# ---- block 1 ----
### Placement view, block 1

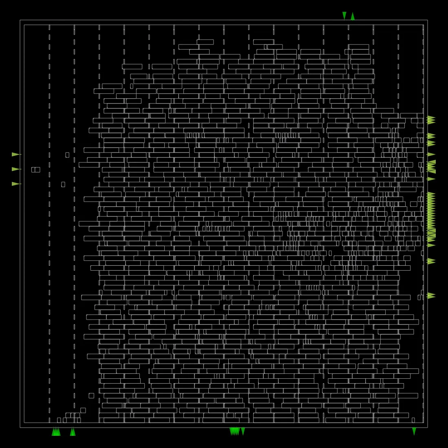

File: config.mk
export PLATFORM = sky130hd
export DESIGN_NAME = fifo_pkt_sync
export DESIGN_NICKNAME = d
export VERILOG_FILES = /design/src/rtl/fifo_pkt_sync.sv
export SDC_FILE = /design/constraint.sdc
export NUM_CORES = 1
export LEC_CHECK = 0
export CAP_MARGIN = 20
export CORE_MARGIN = 2
export CORE_UTILIZATION = 50
export CTS_CLUSTER_SIZE = 30
export DETAILED_ROUTE_END_ITERATION = 6
export PLACE_DENSITY = 0.77
export SYNTH_ARGS = -nofsm -noshare
export SYNTH_HDL_FRONTEND = slang
export SYNTH_SLANG_ARGS = --single-unit
export TNS_END_PERCENT = 5
File: constraint.sdc
create_clock -name clk -period 9.7 [get_ports clk]
set_input_delay 0.97 -clock clk [delete_from_list [all_inputs] [get_ports clk]]
set_output_delay 0.97 -clock clk [all_outputs]
set_load 0.01 [all_outputs]
File: src/rtl/fifo_pkt_sync.sv
// Packet-aware synchronous FIFO: words stay speculative until EOP commits them; partial packets can be discarded.
// Optional `FIFO_PKT_SYNC_STATS_EN builds a saturating dropped-packet counter on drop_cnt.
module fifo_pkt_sync #(
   parameter int unsigned DATA_WIDTH    = 8,
   parameter int unsigned POINTER_WIDTH = 6,
   parameter int unsigned AFULL_THRESH  = 56
) (
   input  logic                     clk,
   input  logic                     rst,
   input  logic [DATA_WIDTH-1:0]    data_in,
   input  logic                     push,
   input  logic                     eop,
   input  logic                     discard,
   input  logic                     pop,
   output logic [DATA_WIDTH-1:0]    data_out,
   output logic                     data_out_eop,
   output logic                     empty,
   output logic                     full,
   output logic                     afull,
   output logic [POINTER_WIDTH:0]   level,
   output logic [POINTER_WIDTH:0]   pkt_cnt,
   output logic                     drop,
   output logic [15:0]              drop_cnt
);

   localparam int unsigned PTR_W = POINTER_WIDTH + 1;
   localparam int unsigned DEPTH = 2 ** POINTER_WIDTH;
   localparam int unsigned MEM_W = DATA_WIDTH + 1;

   localparam logic [1:0] ST_IDLE   = 2'd0;
   localparam logic [1:0] ST_IN_PKT = 2'd1;
   localparam logic [1:0] ST_DROP   = 2'd2;

   logic [1:0]       state_q, state_d;
   logic [PTR_W-1:0] rd_q, rd_d;
   logic [PTR_W-1:0] wr_cmt_q, wr_cmt_d;
   logic [PTR_W-1:0] wr_spec_q, wr_spec_d;
   logic [PTR_W-1:0] pkt_cnt_q, pkt_cnt_d;
   logic             drop_q, drop_d;
   logic [PTR_W-1:0] spec_occ;
   logic             wr_en;
   logic             rd_en;
   logic             commit;
   logic             pop_eop;
   logic [MEM_W-1:0] rd_word;

   logic [MEM_W-1:0] mem [DEPTH];

   // Occupancy flags derive from registered pointers only.
   assign spec_occ = wr_spec_q - rd_q;
   assign empty    = (wr_cmt_q == rd_q);
   assign full     = (spec_occ == PTR_W'(DEPTH));
   assign afull    = (spec_occ >= PTR_W'(AFULL_THRESH));
   assign level    = wr_cmt_q - rd_q;
   assign pkt_cnt  = pkt_cnt_q;
   assign drop     = drop_q;

   // Show-ahead read port.
   assign rd_word      = mem[rd_q[POINTER_WIDTH-1:0]];
   assign data_out     = rd_word[DATA_WIDTH-1:0];
   assign data_out_eop = rd_word[DATA_WIDTH];

   always_ff @(posedge clk) begin
      if (wr_en) begin
         mem[wr_spec_q[POINTER_WIDTH-1:0]] <= {eop, data_in};
      end
   end

   always_ff @(posedge clk or posedge rst) begin
      if (rst) begin
         state_q   <= ST_IDLE;
         rd_q      <= '0;
         wr_cmt_q  <= '0;
         wr_spec_q <= '0;
         pkt_cnt_q <= '0;
         drop_q    <= 1'b0;
      end else begin
         state_q   <= state_d;
         rd_q      <= rd_d;
         wr_cmt_q  <= wr_cmt_d;
         wr_spec_q <= wr_spec_d;
         pkt_cnt_q <= pkt_cnt_d;
         drop_q    <= drop_d;
      end
   end

   // Write-side packet state machine; discard always wins over a same-cycle push.
   always_comb begin
      state_d   = state_q;
      wr_spec_d = wr_spec_q;
      wr_cmt_d  = wr_cmt_q;
      drop_d    = 1'b0;
      wr_en     = 1'b0;
      commit    = 1'b0;
      case (state_q)
         ST_IDLE, ST_IN_PKT: begin
            if (discard) begin
               wr_spec_d = wr_cmt_q;
               drop_d    = (wr_spec_q != wr_cmt_q);
               state_d   = ST_IDLE;
            end else if (push && full) begin
               // An overflowing EOP word terminates the doomed packet at once.
               if (eop) begin
                  wr_spec_d = wr_cmt_q;
                  drop_d    = 1'b1;
                  state_d   = ST_IDLE;
               end else begin
                  state_d = ST_DROP;
               end
            end else if (push) begin
               wr_en     = 1'b1;
               wr_spec_d = wr_spec_q + PTR_W'(1);
               if (eop) begin
                  wr_cmt_d = wr_spec_q + PTR_W'(1);
                  commit   = 1'b1;
                  state_d  = ST_IDLE;
               end else begin
                  state_d = ST_IN_PKT;
               end
            end
         end
         ST_DROP: begin
            if (discard || (push && eop)) begin
               wr_spec_d = wr_cmt_q;
               drop_d    = 1'b1;
               state_d   = ST_IDLE;
            end
         end
         default: begin
            state_d   = ST_IDLE;
            wr_spec_d = wr_cmt_q;
         end
      endcase
   end

   // Read side and packet accounting.
   always_comb begin
      rd_en     = pop && !empty;
      pop_eop   = rd_en && rd_word[DATA_WIDTH];
      rd_d      = rd_q + PTR_W'(rd_en);
      pkt_cnt_d = pkt_cnt_q;
      case ({commit, pop_eop})
         2'b10:   pkt_cnt_d = pkt_cnt_q + PTR_W'(1);
         2'b01:   pkt_cnt_d = pkt_cnt_q - PTR_W'(1);
         default: pkt_cnt_d = pkt_cnt_q;
      endcase
   end

`ifdef FIFO_PKT_SYNC_STATS_EN
   logic [15:0] drop_cnt_q, drop_cnt_d;

   always_comb begin
      drop_cnt_d = drop_cnt_q;
      if (drop_q && (drop_cnt_q != 16'hFFFF)) begin
         drop_cnt_d = drop_cnt_q + 16'd1;
      end
   end

   always_ff @(posedge clk or posedge rst) begin
      if (rst) begin
         drop_cnt_q <= '0;
      end else begin
         drop_cnt_q <= drop_cnt_d;
      end
   end

   assign drop_cnt = drop_cnt_q;
`else
   assign drop_cnt = '0;
`endif

endmodule

# ---- block 2 ----
$ cat config.mk
export PLATFORM = sky130hd
export DESIGN_NAME = vend_rx_ctrl
export DESIGN_NICKNAME = d
export VERILOG_FILES = /design/src/rtl/vend_rx_ctrl.sv
export SDC_FILE = /design/constraint.sdc
export NUM_CORES = 1
export LEC_CHECK = 0
export ABC_AREA = 1
export CORE_ASPECT_RATIO = 1.1
export CORE_MARGIN = 3
export CORE_UTILIZATION = 34
export DETAILED_ROUTE_END_ITERATION = 8
export PLACE_DENSITY_LB_ADDON = 0.3
export RECOVER_POWER = 25
export REMOVE_ABC_BUFFERS = 1
export SYNTH_ARGS = -nofsm -noshare
export SYNTH_HDL_FRONTEND = slang
export SYNTH_SLANG_ARGS = --single-unit
$ cat constraint.sdc
create_clock -name clk -period 2.65 [get_ports clk]
set_input_delay 0.53 -clock clk [delete_from_list [all_inputs] [get_ports clk]]
set_output_delay 0.53 -clock clk [all_outputs]
set_load 0.01 [all_outputs]
$ cat src/rtl/vend_rx_ctrl.sv
// vend_rx_ctrl: UART-byte driven vending controller (coins, selection, dispense and change hold timing)
// Ports: clk/reset_n (async active-low), rx_valid/rx_data byte strobe in;
// credit, dispense (one-hot A/B/C), change_out/change_amt levels,
// coin_reject/deny/drop one-cycle pulses, busy (state != IDLE) out.
module vend_rx_ctrl #(
  parameter int DISPENSE_CYCLES = 100_000_000,
  parameter int CHANGE_CYCLES   = 50_000_000,
  parameter int PRICE_A         = 25,
  parameter int PRICE_B         = 50,
  parameter int PRICE_C         = 75,
  parameter int CREDIT_MAX      = 200
) (
  input  logic       clk,
  input  logic       reset_n,
  input  logic       rx_valid,
  input  logic [7:0] rx_data,
  output logic [7:0] credit,
  output logic [2:0] dispense,
  output logic       change_out,
  output logic [7:0] change_amt,
  output logic       coin_reject,
  output logic       deny,
  output logic       drop,
  output logic       busy
);
  typedef enum logic [1:0] {IDLE, DISPENSE, CHANGE} state_t;
  localparam logic [31:0] D_LAST = 32'(DISPENSE_CYCLES - 1);
  localparam logic [31:0] C_LAST = 32'(CHANGE_CYCLES - 1);
  localparam logic [8:0]  C_MAX  = 9'(CREDIT_MAX);
  localparam logic [7:0]  P_A    = 8'(PRICE_A);
  localparam logic [7:0]  P_B    = 8'(PRICE_B);
  localparam logic [7:0]  P_C    = 8'(PRICE_C);
  state_t      r_state, w_next;
  logic [7:0]  r_credit, w_credit, r_amt, w_amt;
  logic [2:0]  r_disp, w_disp;
  logic        r_chg, w_chg, r_rej, w_rej, r_deny, w_deny, r_drop, w_drop;
  logic [31:0] r_cnt, w_cnt;
  logic [7:0]  w_coin, w_price;
  logic [2:0]  w_sel;
  logic [8:0]  w_sum;
  logic        w_refund, w_enter_chg;
  assign w_coin   = (rx_data == 8'h6E) ? 8'd5 : (rx_data == 8'h64) ? 8'd10 : (rx_data == 8'h71) ? 8'd25 : 8'd0;
  assign w_sel    = {rx_data == 8'h63, rx_data == 8'h62, rx_data == 8'h61};
  assign w_price  = w_sel[0] ? P_A : w_sel[1] ? P_B : P_C;
  assign w_refund = rx_data == 8'h72;
  // 9-bit sum so an overflow past 255 still compares correctly against the ceiling
  assign w_sum    = {1'b0, r_credit} + {1'b0, w_coin};
  always_ff @(posedge clk or negedge reset_n)
    if (!reset_n) r_state <= IDLE;
    else          r_state <= w_next;
  always_comb begin
    w_next      = r_state;
    w_credit    = r_credit;
    w_disp      = r_disp;
    w_chg       = r_chg;
    w_amt       = r_amt;
    w_cnt       = r_cnt + 32'd1;
    w_rej       = 1'b0;
    w_deny      = 1'b0;
    w_drop      = 1'b0;
    w_enter_chg = 1'b0;
    case (r_state)
      IDLE: begin
        w_cnt = '0;
        if (rx_valid) begin
          if (w_coin != 8'd0) begin
            if (w_sum <= C_MAX) w_credit = w_sum[7:0];
            else                w_rej    = 1'b1;
          end else if (|w_sel) begin
            if (r_credit >= w_price) begin
              w_credit = r_credit - w_price;
              w_disp   = w_sel;
              w_next   = DISPENSE;
            end else w_deny = 1'b1;
          end else if (w_refund) w_enter_chg = r_credit != 8'd0;
        end
      end
      DISPENSE: begin
        w_drop = rx_valid;
        if (r_cnt == D_LAST) begin
          w_disp      = '0;
          w_cnt       = '0;
          w_next      = IDLE;
          w_enter_chg = r_credit != 8'd0;
        end
      end
      CHANGE: begin
        w_drop = rx_valid;
        if (r_cnt == C_LAST) begin
          w_chg  = 1'b0;
          w_amt  = '0;
          w_cnt  = '0;
          w_next = IDLE;
        end
      end
      default: w_next = IDLE;
    endcase
    // shared CHANGE entry: refund from IDLE or leftover credit after a dispense
    if (w_enter_chg) begin
      w_amt    = r_credit;
      w_credit = '0;
      w_chg    = 1'b1;
      w_cnt    = '0;
      w_next   = CHANGE;
    end
  end
  always_ff @(posedge clk or negedge reset_n)
    if (!reset_n) begin
      r_credit <= '0;
      r_disp   <= '0;
      r_chg    <= 1'b0;
      r_amt    <= '0;
      r_cnt    <= '0;
      r_rej    <= 1'b0;
      r_deny   <= 1'b0;
      r_drop   <= 1'b0;
    end else begin
      r_credit <= w_credit;
      r_disp   <= w_disp;
      r_chg    <= w_chg;
      r_amt    <= w_amt;
      r_cnt    <= w_cnt;
      r_rej    <= w_rej;
      r_deny   <= w_deny;
      r_drop   <= w_drop;
    end
  always_comb begin
    credit      = r_credit;
    dispense    = r_disp;
    change_out  = r_chg;
    change_amt  = r_amt;
    coin_reject = r_rej;
    deny        = r_deny;
    drop        = r_drop;
    busy        = r_state != IDLE;
  end
endmodule
# ---- block 3 ----
[src/rtl/hub_rd_arb_pkg.sv]
// Shared constants and types for the hub read-port arbiter.
package hub_rd_arb_pkg;

    // Idle address: outside hub space, so the multNQ/offset translation is left alone.
    localparam logic [15:0] ADDR_HUB = 16'h0000;

    localparam int TIMEOUT_CYC_DEF = 1024;

    typedef enum logic [1:0] {
        ST_IDLE    = 2'd0,
        ST_GNT_FW  = 2'd1,
        ST_GNT_ETH = 2'd2,
        ST_DRAIN   = 2'd3
    } arb_state_e;

    typedef enum logic {
        SRC_FW  = 1'b0,
        SRC_ETH = 1'b1
    } src_e;

    localparam logic [1:0] OWN_NONE = 2'b00;
    localparam logic [1:0] OWN_FW   = 2'b01;
    localparam logic [1:0] OWN_ETH  = 2'b10;

    typedef struct packed {
        logic eth;
        logic fw;
    } rv_tag_t;

    function automatic logic [7:0] sat_inc8(input logic [7:0] v);
        return (v == 8'hFF) ? v : v + 8'd1;
    endfunction

endpackage

[src/rtl/hub_rd_valid_pipe.sv]
// Per-source read-valid tags delayed by the hub read latency.
module hub_rd_valid_pipe
    import hub_rd_arb_pkg::*;
#(
    parameter int DEPTH = 1
) (
    input  logic    clk,
    input  logic    rst_n,
    input  rv_tag_t tag_i,
    output rv_tag_t tag_o
);

    rv_tag_t pipe_q [DEPTH];

    always_ff @(posedge clk or negedge rst_n) begin
        if (!rst_n) begin
            for (int i = 0; i < DEPTH; i++) pipe_q[i] <= '0;
        end else begin
            pipe_q[0] <= tag_i;
            for (int i = 1; i < DEPTH; i++) pipe_q[i] <= pipe_q[i-1];
        end
    end

    assign tag_o = pipe_q[DEPTH-1];

endmodule

[src/rtl/hub_rd_arb.sv]
// Burst-granular arbiter for the hub read port between FireWire and Ethernet.
// state      | meaning
// ST_IDLE    | no owner, reg_raddr parked at ADDR_HUB, arbitrate
// ST_GNT_FW  | FireWire owns the port
// ST_GNT_ETH | Ethernet owns the port
// ST_DRAIN   | RD_LAT-cycle gap so in-flight reads finish before a new owner
module hub_rd_arb
    import hub_rd_arb_pkg::*;
#(
    parameter int RD_LAT      = 1,
    parameter int TIMEOUT_CYC = TIMEOUT_CYC_DEF,
    parameter int TO_W        = 11
) (
    input  logic        sysclk,
    input  logic        reset,
    input  logic        fw_req,
    input  logic        fw_strobe,
    input  logic [15:0] fw_raddr,
    output logic        fw_gnt,
    output logic        fw_rvalid,
    input  logic        eth_req,
    input  logic        eth_strobe,
    input  logic [15:0] eth_raddr,
    output logic        eth_gnt,
    output logic        eth_rvalid,
    output logic [15:0] reg_raddr,
    input  logic [31:0] reg_rdata,
    output logic [31:0] hub_rdata,
    input  logic        bc_query,
    output logic        to_pulse,
    output logic [15:0] arb_status
);

    localparam int             DR_W    = (RD_LAT > 1) ? $clog2(RD_LAT) : 1;
    localparam logic [TO_W-1:0] TO_LAST = TO_W'(TIMEOUT_CYC - 1);

    arb_state_e      state_q, state_d;
    src_e            rr_q, rr_d;
    logic [TO_W-1:0] to_cnt_q, to_cnt_d;
    logic [DR_W-1:0] drain_q, drain_d;
    logic [7:0]      burst_q, burst_d;
    logic [7:0]      last_q, last_d;
    logic            fw_to_q, fw_to_d, eth_to_q, eth_to_d;
    logic            fw_blk_q, fw_blk_d, eth_blk_q, eth_blk_d;
    logic            to_pulse_q;
    logic            fire_fw, fire_eth;
    logic            own_req, own_stb;
    logic            fw_ok, eth_ok;
    logic [1:0]      owner;
    logic [31:0]     data_q [RD_LAT];
    rv_tag_t         tag_in, tag_out;

    assign fw_ok  = fw_req  & ~fw_blk_q;
    assign eth_ok = eth_req & ~eth_blk_q;

    always_comb begin
        state_d  = state_q;
        rr_d     = rr_q;
        to_cnt_d = '0;
        drain_d  = drain_q;
        burst_d  = burst_q;
        last_d   = last_q;
        fire_fw  = 1'b0;
        fire_eth = 1'b0;
        own_req  = 1'b0;
        own_stb  = 1'b0;
        case (state_q)
            ST_IDLE: begin
                if (fw_ok && (!eth_ok || rr_q == SRC_ETH)) begin
                    state_d = ST_GNT_FW;
                    rr_d    = SRC_FW;
                end else if (eth_ok) begin
                    state_d = ST_GNT_ETH;
                    rr_d    = SRC_ETH;
                end
            end
            ST_GNT_FW, ST_GNT_ETH: begin
                own_req = (state_q == ST_GNT_FW) ? fw_req    : eth_req;
                own_stb = (state_q == ST_GNT_FW) ? fw_strobe : eth_strobe;
                if (own_stb) burst_d  = sat_inc8(burst_q);
                else         to_cnt_d = to_cnt_q + 1'b1;
                // Release wins over a coincident timeout; the strobe of the release cycle still counts.
                if (!own_req || (!own_stb && to_cnt_q == TO_LAST)) begin
                    state_d  = ST_DRAIN;
                    drain_d  = DR_W'(RD_LAT - 1);
                    to_cnt_d = '0;
                    last_d   = burst_d;
                    burst_d  = '0;
                    if (own_req) begin
                        fire_fw  = (state_q == ST_GNT_FW);
                        fire_eth = (state_q == ST_GNT_ETH);
                    end
                end
            end
            ST_DRAIN: begin
                if (drain_q == '0) state_d = ST_IDLE;
                else               drain_d = drain_q - 1'b1;
            end
            default: state_d = ST_IDLE;
        endcase

        fw_to_d   = fire_fw  ? 1'b1 : (bc_query ? 1'b0 : fw_to_q);
        eth_to_d  = fire_eth ? 1'b1 : (bc_query ? 1'b0 : eth_to_q);
        fw_blk_d  = fire_fw  ? 1'b1 : (!fw_req  ? 1'b0 : fw_blk_q);
        eth_blk_d = fire_eth ? 1'b1 : (!eth_req ? 1'b0 : eth_blk_q);
    end

    always_ff @(posedge sysclk or negedge reset) begin
        if (!reset) begin
            state_q    <= ST_IDLE;
            rr_q       <= SRC_ETH;
            to_cnt_q   <= '0;
            drain_q    <= '0;
            burst_q    <= '0;
            last_q     <= '0;
            fw_to_q    <= 1'b0;
            eth_to_q   <= 1'b0;
            fw_blk_q   <= 1'b0;
            eth_blk_q  <= 1'b0;
            to_pulse_q <= 1'b0;
        end else begin
            state_q    <= state_d;
            rr_q       <= rr_d;
            to_cnt_q   <= to_cnt_d;
            drain_q    <= drain_d;
            burst_q    <= burst_d;
            last_q     <= last_d;
            fw_to_q    <= fw_to_d;
            eth_to_q   <= eth_to_d;
            fw_blk_q   <= fw_blk_d;
            eth_blk_q  <= eth_blk_d;
            to_pulse_q <= fire_fw | fire_eth;
        end
    end

    always_ff @(posedge sysclk or negedge reset) begin
        if (!reset) begin
            for (int i = 0; i < RD_LAT; i++) data_q[i] <= '0;
        end else begin
            data_q[0] <= reg_rdata;
            for (int i = 1; i < RD_LAT; i++) data_q[i] <= data_q[i-1];
        end
    end

    assign tag_in.fw  = (state_q == ST_GNT_FW)  & fw_strobe;
    assign tag_in.eth = (state_q == ST_GNT_ETH) & eth_strobe;

    hub_rd_valid_pipe #(.DEPTH(RD_LAT)) u_valid_pipe (
        .clk   (sysclk),
        .rst_n (reset),
        .tag_i (tag_in),
        .tag_o (tag_out)
    );

    always_comb begin
        reg_raddr = ADDR_HUB;
        owner     = OWN_NONE;
        case (state_q)
            ST_GNT_FW: begin
                reg_raddr = fw_raddr;
                owner     = OWN_FW;
            end
            ST_GNT_ETH: begin
                reg_raddr = eth_raddr;
                owner     = OWN_ETH;
            end
            default: ;
        endcase
    end

    assign fw_gnt     = (state_q == ST_GNT_FW);
    assign eth_gnt    = (state_q == ST_GNT_ETH);
    assign fw_rvalid  = tag_out.fw;
    assign eth_rvalid = tag_out.eth;
    assign hub_rdata  = data_q[RD_LAT-1];
    assign to_pulse   = to_pulse_q;
    assign arb_status = {fw_to_q, eth_to_q, owner, 4'd0, last_q};

endmodule

[config.mk]
export PLATFORM = sky130hd
export DESIGN_NAME = hub_rd_arb
export DESIGN_NICKNAME = d
export VERILOG_FILES = /design/src/rtl/hub_rd_arb_pkg.sv /design/src/rtl/hub_rd_valid_pipe.sv /design/src/rtl/hub_rd_arb.sv
export SDC_FILE = /design/constraint.sdc
export NUM_CORES = 1
export LEC_CHECK = 0
export CAP_MARGIN = 40
export CORE_MARGIN = 4
export CORE_UTILIZATION = 44
export CTS_CLUSTER_DIAMETER = 200
export DETAILED_ROUTE_END_ITERATION = 10
export PLACE_DENSITY = 0.87
export SETUP_SLACK_MARGIN = 0.15
export SYNTH_ARGS = -nofsm -noshare
export SYNTH_HDL_FRONTEND = slang
export SYNTH_SLANG_ARGS = --single-unit
[constraint.sdc]
create_clock -name sysclk -period 3.6 [get_ports sysclk]
set_clock_uncertainty 0.1 [all_clocks]
set_input_delay 0.72 -clock sysclk [delete_from_list [all_inputs] [get_ports sysclk]]
set_output_delay 0.72 -clock sysclk [all_outputs]
set_load 0.02 [all_outputs]
# ---- block 4 ----
--- src/rtl/vec_stim_check_i8.sv ---
// Self-checking stimulus sequencer: drives LFSR operand pairs into a two-operand
// 8-bit DUT, delays the golden result by LATENCY cycles and checks the DUT result.
module vec_stim_check_i8 #(
    parameter int          OP      = 0,
    parameter int          LATENCY = 0,
    parameter int          NUM_VEC = 16,
    parameter logic [7:0]  SEED_A  = 8'h09,
    parameter logic [7:0]  SEED_B  = 8'h0F
) (
    input  logic        clock,
    input  logic        reset,
    output logic [7:0]  a,
    output logic [7:0]  b,
    input  logic [7:0]  y,
    output logic        fail,
    output logic        finish,
    output logic [7:0]  err_count,
    output logic [15:0] first_err_idx,
    output logic [1:0]  state_dbg
);

    localparam logic [7:0]  INIT_A   = (SEED_A == 8'h00) ? 8'h01 : SEED_A;
    localparam logic [7:0]  INIT_B   = (SEED_B == 8'h00) ? 8'h01 : SEED_B;
    localparam logic [15:0] LAST_IDX = 16'(NUM_VEC - 1);

    typedef enum logic [1:0] {
        S_RUN   = 2'd0,
        S_DRAIN = 2'd1,
        S_DONE  = 2'd2
    } state_t;

    state_t      state_q, state_d;
    logic [15:0] vec_cnt_q;
    logic [7:0]  a_q, b_q;

    logic        push;
    logic        last_vec;
    logic [7:0]  exp_now;
    logic        chk_valid;
    logic [7:0]  chk_exp;
    logic [15:0] chk_idx;
    logic        do_check;
    logic        chk_done;

    function automatic logic [7:0] lfsr_next(input logic [7:0] s);
        return s[0] ? ((s >> 1) ^ 8'hB8) : (s >> 1);
    endfunction

    function automatic logic [7:0] golden(input logic [7:0] x, input logic [7:0] z);
        case (OP)
            0:       return x & z;
            1:       return x | z;
            2:       return x ^ z;
            3:       return x + z;
            4:       return x - z;
            default: return 8'h00;
        endcase
    endfunction

    assign a        = a_q;
    assign b        = b_q;
    assign push     = (state_q == S_RUN);
    assign last_vec = (vec_cnt_q == LAST_IDX);
    assign exp_now  = golden(a_q, b_q);

    // Delay line: the expected value and its vector index travel together.
    generate
        if (LATENCY == 0) begin : g_no_delay
            assign chk_valid = push;
            assign chk_exp   = exp_now;
            assign chk_idx   = vec_cnt_q;
        end else begin : g_delay
            logic [LATENCY-1:0] dl_valid;
            logic [7:0]         dl_exp [LATENCY];
            logic [15:0]        dl_idx [LATENCY];

            always_ff @(posedge clock or posedge reset) begin
                if (reset) begin
                    dl_valid <= '0;
                    for (int j = 0; j < LATENCY; j++) begin
                        dl_exp[j] <= 8'h00;
                        dl_idx[j] <= 16'h0000;
                    end
                end else begin
                    dl_valid[0] <= push;
                    dl_exp[0]   <= exp_now;
                    dl_idx[0]   <= vec_cnt_q;
                    for (int j = 1; j < LATENCY; j++) begin
                        dl_valid[j] <= dl_valid[j-1];
                        dl_exp[j]   <= dl_exp[j-1];
                        dl_idx[j]   <= dl_idx[j-1];
                    end
                end
            end

            assign chk_valid = dl_valid[LATENCY-1];
            assign chk_exp   = dl_exp[LATENCY-1];
            assign chk_idx   = dl_idx[LATENCY-1];
        end
    endgenerate

    assign do_check = chk_valid && (state_q != S_DONE);
    assign chk_done = do_check && (chk_idx == LAST_IDX);

    always_comb begin
        state_d = state_q;
        case (state_q)
            S_RUN: begin
                if (chk_done)      state_d = S_DONE;
                else if (last_vec) state_d = S_DRAIN;
            end
            S_DRAIN: begin
                if (chk_done)      state_d = S_DONE;
            end
            default: state_d = S_DONE;
        endcase
    end

    // Operands hold on the last vector so the DUT sees stable inputs while draining.
    always_ff @(posedge clock or posedge reset) begin
        if (reset) begin
            state_q   <= S_RUN;
            vec_cnt_q <= 16'h0000;
            a_q       <= INIT_A;
            b_q       <= INIT_B;
        end else begin
            state_q <= state_d;
            if (push && !last_vec) begin
                vec_cnt_q <= vec_cnt_q + 16'h0001;
                a_q       <= lfsr_next(a_q);
                b_q       <= lfsr_next(b_q);
            end
        end
    end

    always_ff @(posedge clock or posedge reset) begin
        if (reset) begin
            fail          <= 1'b0;
            err_count     <= 8'h00;
            first_err_idx <= 16'h0000;
        end else if (do_check && (y != chk_exp)) begin
            fail <= 1'b1;
            if (err_count != 8'hFF) err_count <= err_count + 8'h01;
            if (!fail)              first_err_idx <= chk_idx;
        end
    end

    assign finish    = (state_q == S_DONE);
    assign state_dbg = state_q;

endmodule

--- config.mk ---
export PLATFORM = sky130hd
export DESIGN_NAME = vec_stim_check_i8
export DESIGN_NICKNAME = d
export VERILOG_FILES = /design/src/rtl/vec_stim_check_i8.sv
export SDC_FILE = /design/constraint.sdc
export NUM_CORES = 1
export LEC_CHECK = 0
export CORE_MARGIN = 1
export CORE_UTILIZATION = 45
export CTS_CLUSTER_DIAMETER = 80
export DETAILED_ROUTE_END_ITERATION = 8
export HOLD_SLACK_MARGIN = 0.06
export PLACE_DENSITY = 0.69
export SLEW_MARGIN = 20
export SYNTH_ARGS = -nofsm -noshare
export SYNTH_HDL_FRONTEND = slang
export SYNTH_SLANG_ARGS = --single-unit
--- constraint.sdc ---
create_clock -name clock -period 2.9 [get_ports clock]
set_clock_uncertainty 0.2 [all_clocks]
set_input_delay 0.725 -clock clock [delete_from_list [all_inputs] [get_ports clock]]
set_output_delay 0.725 -clock clock [all_outputs]
set_load 0.01 [all_outputs]
### Wiring heat map, block 1

23 x 23 tiles, from dark blue (low) to red (high), scaled to the fullest tile. Values are wire area over tile area, all layers added.
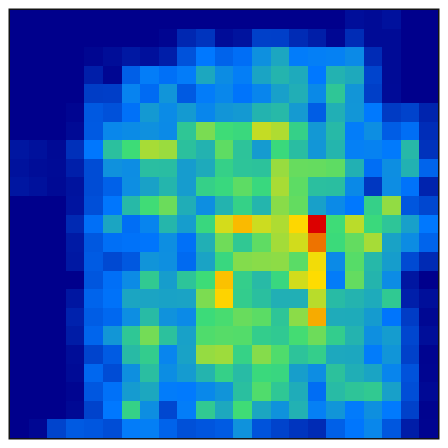
nearly empty tiles: 20%
fullest tile: 0.64
densest ninth of the die: centre
mean over tiles: 0.17

Notes on 'Placement view' of block 1 above:
n_taps: 664
flip-flops: 607

==> results.py, block 1 <==
# Physical implementation metrics
metrics = {
    "synthesis": {
        "async_flop_share_pct": 5.11,
    },
    "setup_path": {
        "worstSetupStartpointType": "flip-flop",
        "crit_required_ns": 8.73,
        "cp.depth": 5,
    },
    "global_routing": {
        "grtUsageMet3_pct": 2.94,
    },
    "finish": {
        "sh_seq_area_pct": 66.0,
        "largestClassByArea": "sequential cells",
    },
    "cts": {
        "cts_tree": "yes",
        "cts-resized-gates": 0,
    },
    "outcome": {
        "status": "complete, no violations",
    },
    "route": {
        "top_layer_used": "met4",
    },
    "timing": {
        "worst-slew-pin-transition_ns": 1.13,
        "rsz0062_at_grt": "false",
        "fin_skew_ns": 0.0259,
    },
    "pwr": {
        "intPower_mw": 5.51,
    },
    "die": {
        "pin_count": 57,
    },
}
-- block 1: sequential cells by signal, indices dropped and copies added (netlist names) --
name and cells:
rd_q 7, drop 1, wr_spec_q 7, wr_cmt_q 7, mem 576, pkt_cnt 7, state_q 2
-- block 1: logic make-up (layout without fill, tap and decap cells) --
logic type,count (synthesis),in the layout,synth area share (%)
muxes,201,201,17.5
AOI/OAI and AO/OA,53,53,1.46
other,1,16,0.0153
xor gates and xnor gates,32,32,1.14
buffers and inverters,92,176,1.88
DFF,607,607,73.5
and+or+nand+nor,178,178,3.22
adders and majority gates,23,23,1.23
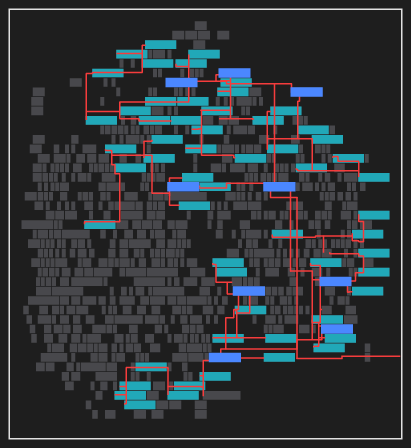
*Clock network drawn from the DEF, block 2*
legend:
  red:
    item: clock wires
    length: 912 microns
  cyan:
    item: flip-flops
    count: 57
  blue:
    item: clock drivers
    count: 9
routed clock nets: 10

==> results.py, block 2 <==
# Physical implementation metrics
metrics = {
    "outcome": {
        "status": "complete, no violations",
    },
    "finish": {
        "nNonClkInverters": 78,
        "clkbuf_count": 9,
        "largest_register_ffs": 32,
        "final_util_pct": 47.1,
        "layout.nets": 709,
        "layout-area-overhead-vs-synth_pct": 35.0,
        "buffer_area_share_pct": 13.3,
    },
    "synthesis": {
        "yosys.area.top_type": "dfrtp_1",
        "synth_stat.cells": 582,
        "ys_sh_aoi_pct": 4.12,
        "numSynthFlops": 57,
    },
    "timing": {
        "setup_viol": 0,
    },
    "die": {
        "initCoreUtil_pct": 34.9,
        "pin_count": 35,
    },
    "route": {
        "drt-met1-wl_microns": 4790,
        "first_pass_iters": 5,
        "top_layer_used": "met4",
        "wl_per_cell_microns": 14.1,
    },
    "setup_path": {
        "cp-startpoint": "rx_data[6]",
        "ff2ff_setup_slack_ns": 0.33,
    },
    "global_routing": {
        "grt_pass1_vias": 4302,
        "grt_max_degree": 58,
    },
    "pwr": {
        "power.share.clock_pct": 57.4,
        "intPower_mw": 1.73,
        "peakVddDrop_mv": 0.335,
    },
    "min_path": {
        "hp-start": "r_cnt[0]",
    },
}
-- block 2: critical path, stage by stage --
cell,delay (ns)
dlygate4sd2_1,0.27
nand4_1,0.12
nand3b_4,0.16
buf_4,0.12
inv_1,0.06
ha_4,0.29
nand2_1,0.06
inv_1,0.13
nand2_2,0.08
buf_4,0.13
nand4_1,0.08
nand2_1,0.08
nor2_1,0.10
nand2_1,0.07
nand2_2,0.07
nand2_4,0.07
nand2_4,0.11
nand2_4,0.08
nand2_1,0.07
nand2_1,0.05
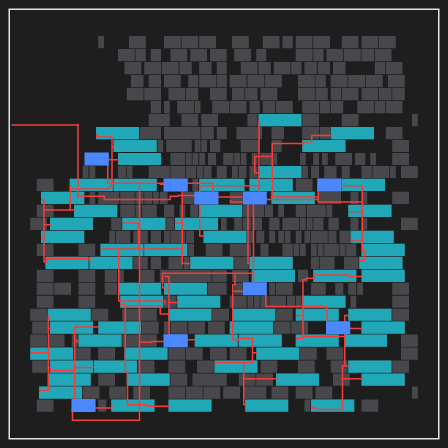
*Clock network drawn from the DEF, block 3*
legend:
  blue:
    item: clock drivers
    count: 9
  red:
    item: clock wires
    length: 793 microns
  cyan:
    item: flip-flops
    count: 69
routed clock nets: 10

==> results.py, block 3 <==
# Physical implementation metrics
metrics = {
    "pwr": {
        "intPower_mw": 1.81,
        "swShare_pct": 36.1,
        "pg_clk_mw": 0.630,
        "leakage_nw": 1.89,
        "power_mw": 2.83,
    },
    "finish": {
        "largest_register_ffs": 32,
        "sh_comb_area_pct": 24.0,
        "n_all_buffers": 140,
        "layout.nets": 479,
        "clkbuf_count": 12,
        "lay_top_cells": "134 x clkdlybuf4s50_1, 68 x dfrtp_1, 26 x nand2_1",
        "seq_cells": 69,
    },
    "synthesis": {
        "synthMuxAreaShare_pct": 2.30,
        "synthXorXnorAreaFrac_pct": 3.58,
    },
    "route": {
        "wl_per_cell_microns": 15.5,
        "first_iter_violations": 90,
        "wl_microns": 7490,
        "first_pass_iters": 4,
        "ant_nets": 0,
    },
    "outcome": {
        "status": "complete, no violations",
    },
    "setup_path": {
        "worstSetupPathType": "reg2out",
        "endpoint": "reg_raddr[14]",
    },
    "die": {
        "num_rows": 29,
    },
    "cts": {
        "clkTransAtPathRegs_ns": 0.07,
        "numCtsBuffers": 9,
    },
    "timing": {
        "relSlewSlack_pct": 55.3,
    },
    "global_routing": {
        "grt_max_degree": 40,
    },
}
[block 3: what timing repair did]
item                                    4_1_cts  5_1_grt
endpoints found under the hold margin         0        0
endpoints found under the setup margin        0        2
gates resized                                 0        1
[block 3: cells by family after synthesis]
kind of cell / after synthesis
AND/OR/NAND/NOR: 96
flip-flops: 69
AND-OR/OR-AND: 50
buffers and inverters: 27
XOR/XNOR: 12
adder cells (fa/ha/maj): 6
multiplexers: 6
other: 1
[block 3: per-layer routing]
layer,track usage [%],part of all wire [%],up-vias
met1,19.7,36,1156
met5,0,0,-
met4,6.00,1.5,0
met2,35.4,57,77
li1,-,-,1162
met3,5.43,5.1,9
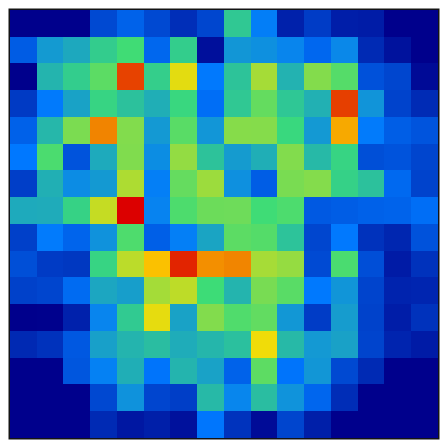
*Wiring heat map, block 4*
16 x 16 tiles, from dark blue (low) to red (high), scaled to the fullest tile. Values are wire area over tile area, all layers added.
mean over tiles: 0.13
fullest tile: 0.41
densest ninth of the die: centre
nearly empty tiles: 10%
tiles over half the peak: 21%
emptiest ninth of the die: south-east

==> results.py, block 4 <==
# Physical implementation metrics
metrics = {
    "outcome": {
        "status": "complete, no violations",
    },
    "finish": {
        "drive_above_1_share_pct": 19.2,
        "seq_cells": 59,
        "sh_comb_area_pct": 33.3,
    },
    "timing": {
        "rsz0062_at_grt": "false",
        "hold_slack_ns": 0.276,
        "worst-slew-pin-transition_ns": 0.668,
    },
    "die": {
        "tap_cells": 75,
        "die_height_microns": 80.3,
        "coreArea_sq_um": 5920,
    },
    "place": {
        "placed_area_sq_um": 3360,
    },
    "route": {
        "ant_nets": 0,
        "route.vias.total": 1939,
        "wl_per_cell_microns": 13.9,
        "drt-met1-wl_microns": 2560,
    },
    "global_routing": {
        "grt_pass1_wl_microns": 8660,
        "grt-ovfl-total": 0,
        "grt_max_degree": 34,
        "antenna_found_initial": 0,
    },
    "setup_path": {
        "reg2reg_to": "chk_idx[12]",
        "arrival_ns": 1.54,
        "path_buffers": 1,
        "worstSetupStartpointType": "flip-flop",
    },
    "pwr": {
        "pwr-share-seq_pct": 45.9,
        "power_mw": 1.96,
        "comb_power_mw": 0.160,
    },
    "cts": {
        "hold_buffers": 0,
        "insertion_delay_ns": 0.33,
        "cts-resized-gates": 0,
    },
    "synthesis": {
        "syn-num-nets": 248,
        "top_cell": "dfrtp_1",
    },
}
[block 4: cells by family after synthesis]
group / Yosys count / share of synthesized area (%)
buf+inv: 11 / 2.85
xor+xnor: 27 / 8.56
flops: 59 / 53.7
simple gates: 98 / 19.5
mux: 17 / 8.43
fa+ha+maj: 2 / 0.906
compound gates: 22 / 5.98
[block 4: routing by layer]
layer,GRT usage (%),vias to the layer above
met5,0,-
met4,11.3,0
li1,-,946
met3,3.64,7
met1,25.2,941
met2,26.0,45

==> gallery <==
Sequential cells coloured by netlist name.
picture 1
Bar = 20 microns.
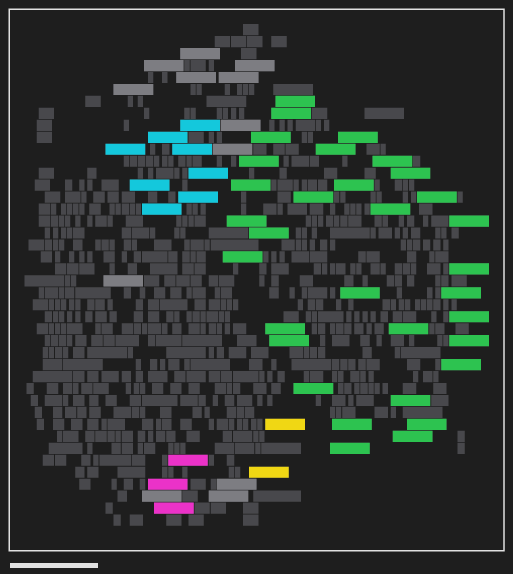
picture 2
Bar = 20 microns.
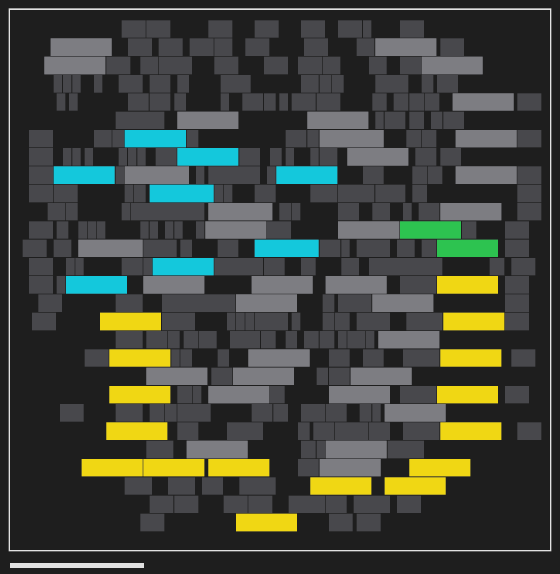
picture 3
Bar = 20 microns.
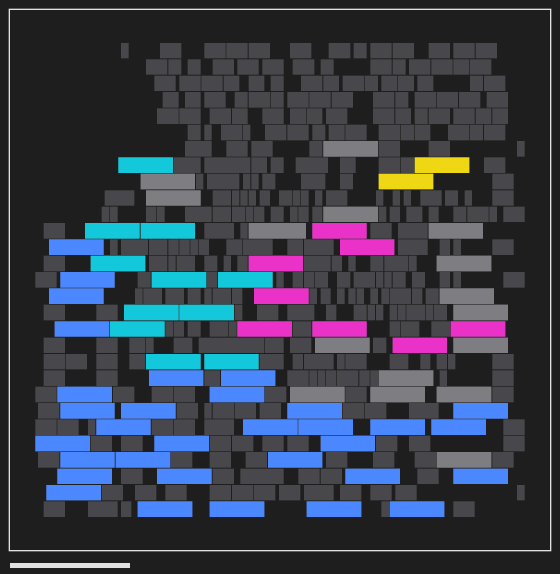
picture 4
Bar = 50 microns.
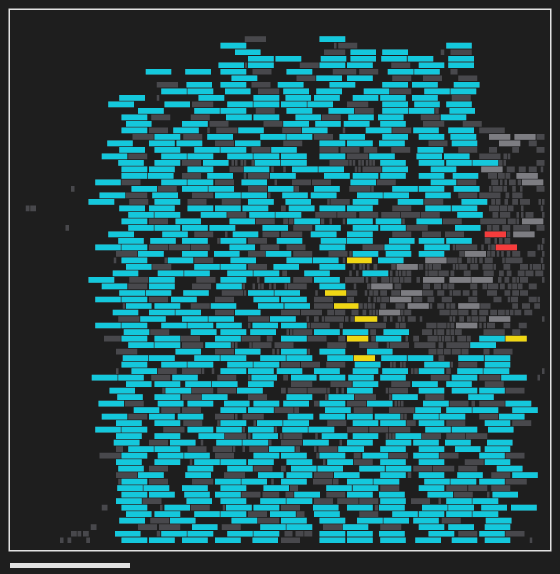
Picture 4 comes from block 1.
Picture 3 comes from block 3.
Picture 2 comes from block 4.
Picture 1 comes from block 2.

Key to picture 3:
legend:
  blue:
    name_in_the_netlist: `hub_rdata`
    flops: 32
  cyan:
    name_in_the_netlist: `to_cnt_q`
    flops: 11
  magenta:
    name_in_the_netlist: `burst_q`
    flops: 8
  yellow:
    name_in_the_netlist: `u_valid_pipe.tag_o`
    flops: 2
not coloured: 16



==> layout pictures side by side <==
Cell sizes after repair.
panel A
Bar = 20 microns.
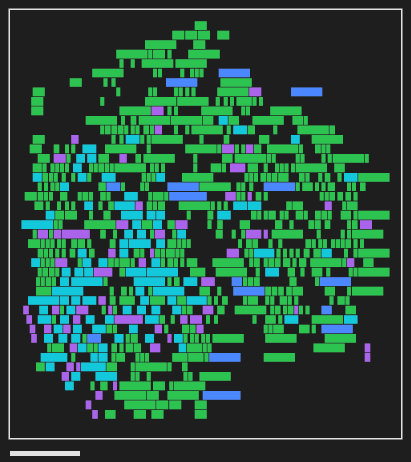
panel B
Bar = 50 microns.
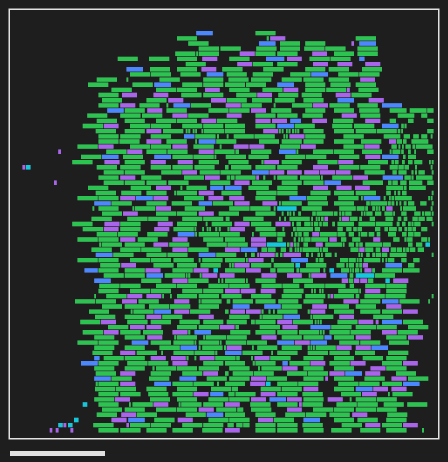
panel C
Bar = 20 microns.
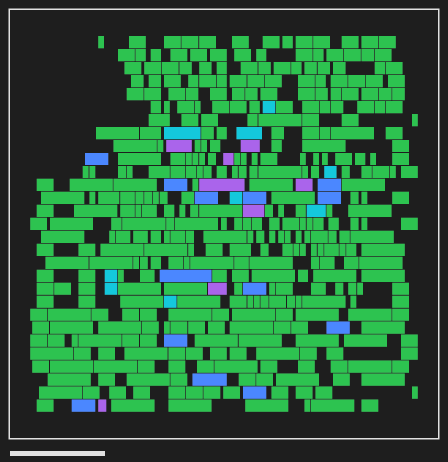
panel D
Bar = 20 microns.
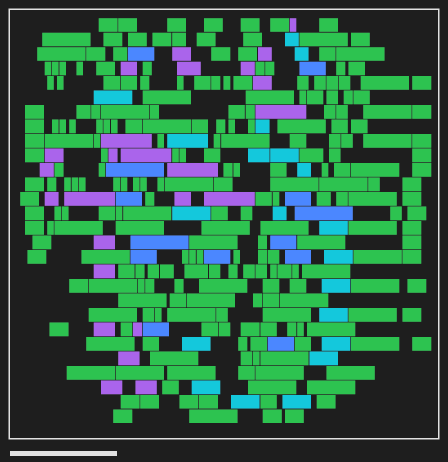
- panel A = block 2
- panel B = block 1
- panel D = block 4
- panel C = block 3
Of these, smallest die: panel D
Of these, largest die: panel B

Key to panel C:
legend:
  green:
    size: _0 and _1 cells
    cells: 376
    most_used: clkdlybuf4s50_1
  cyan:
    size: _3 and _4 cells
    cells: 9
    most_used: buf_4
  purple:
    size: _2 cells
    cells: 8
    most_used: mux2_2
  blue:
    size: _6 and larger
    cells: 13
    most_used: clkbuf_8

Power is estimated from default activity; no workload was simulated.
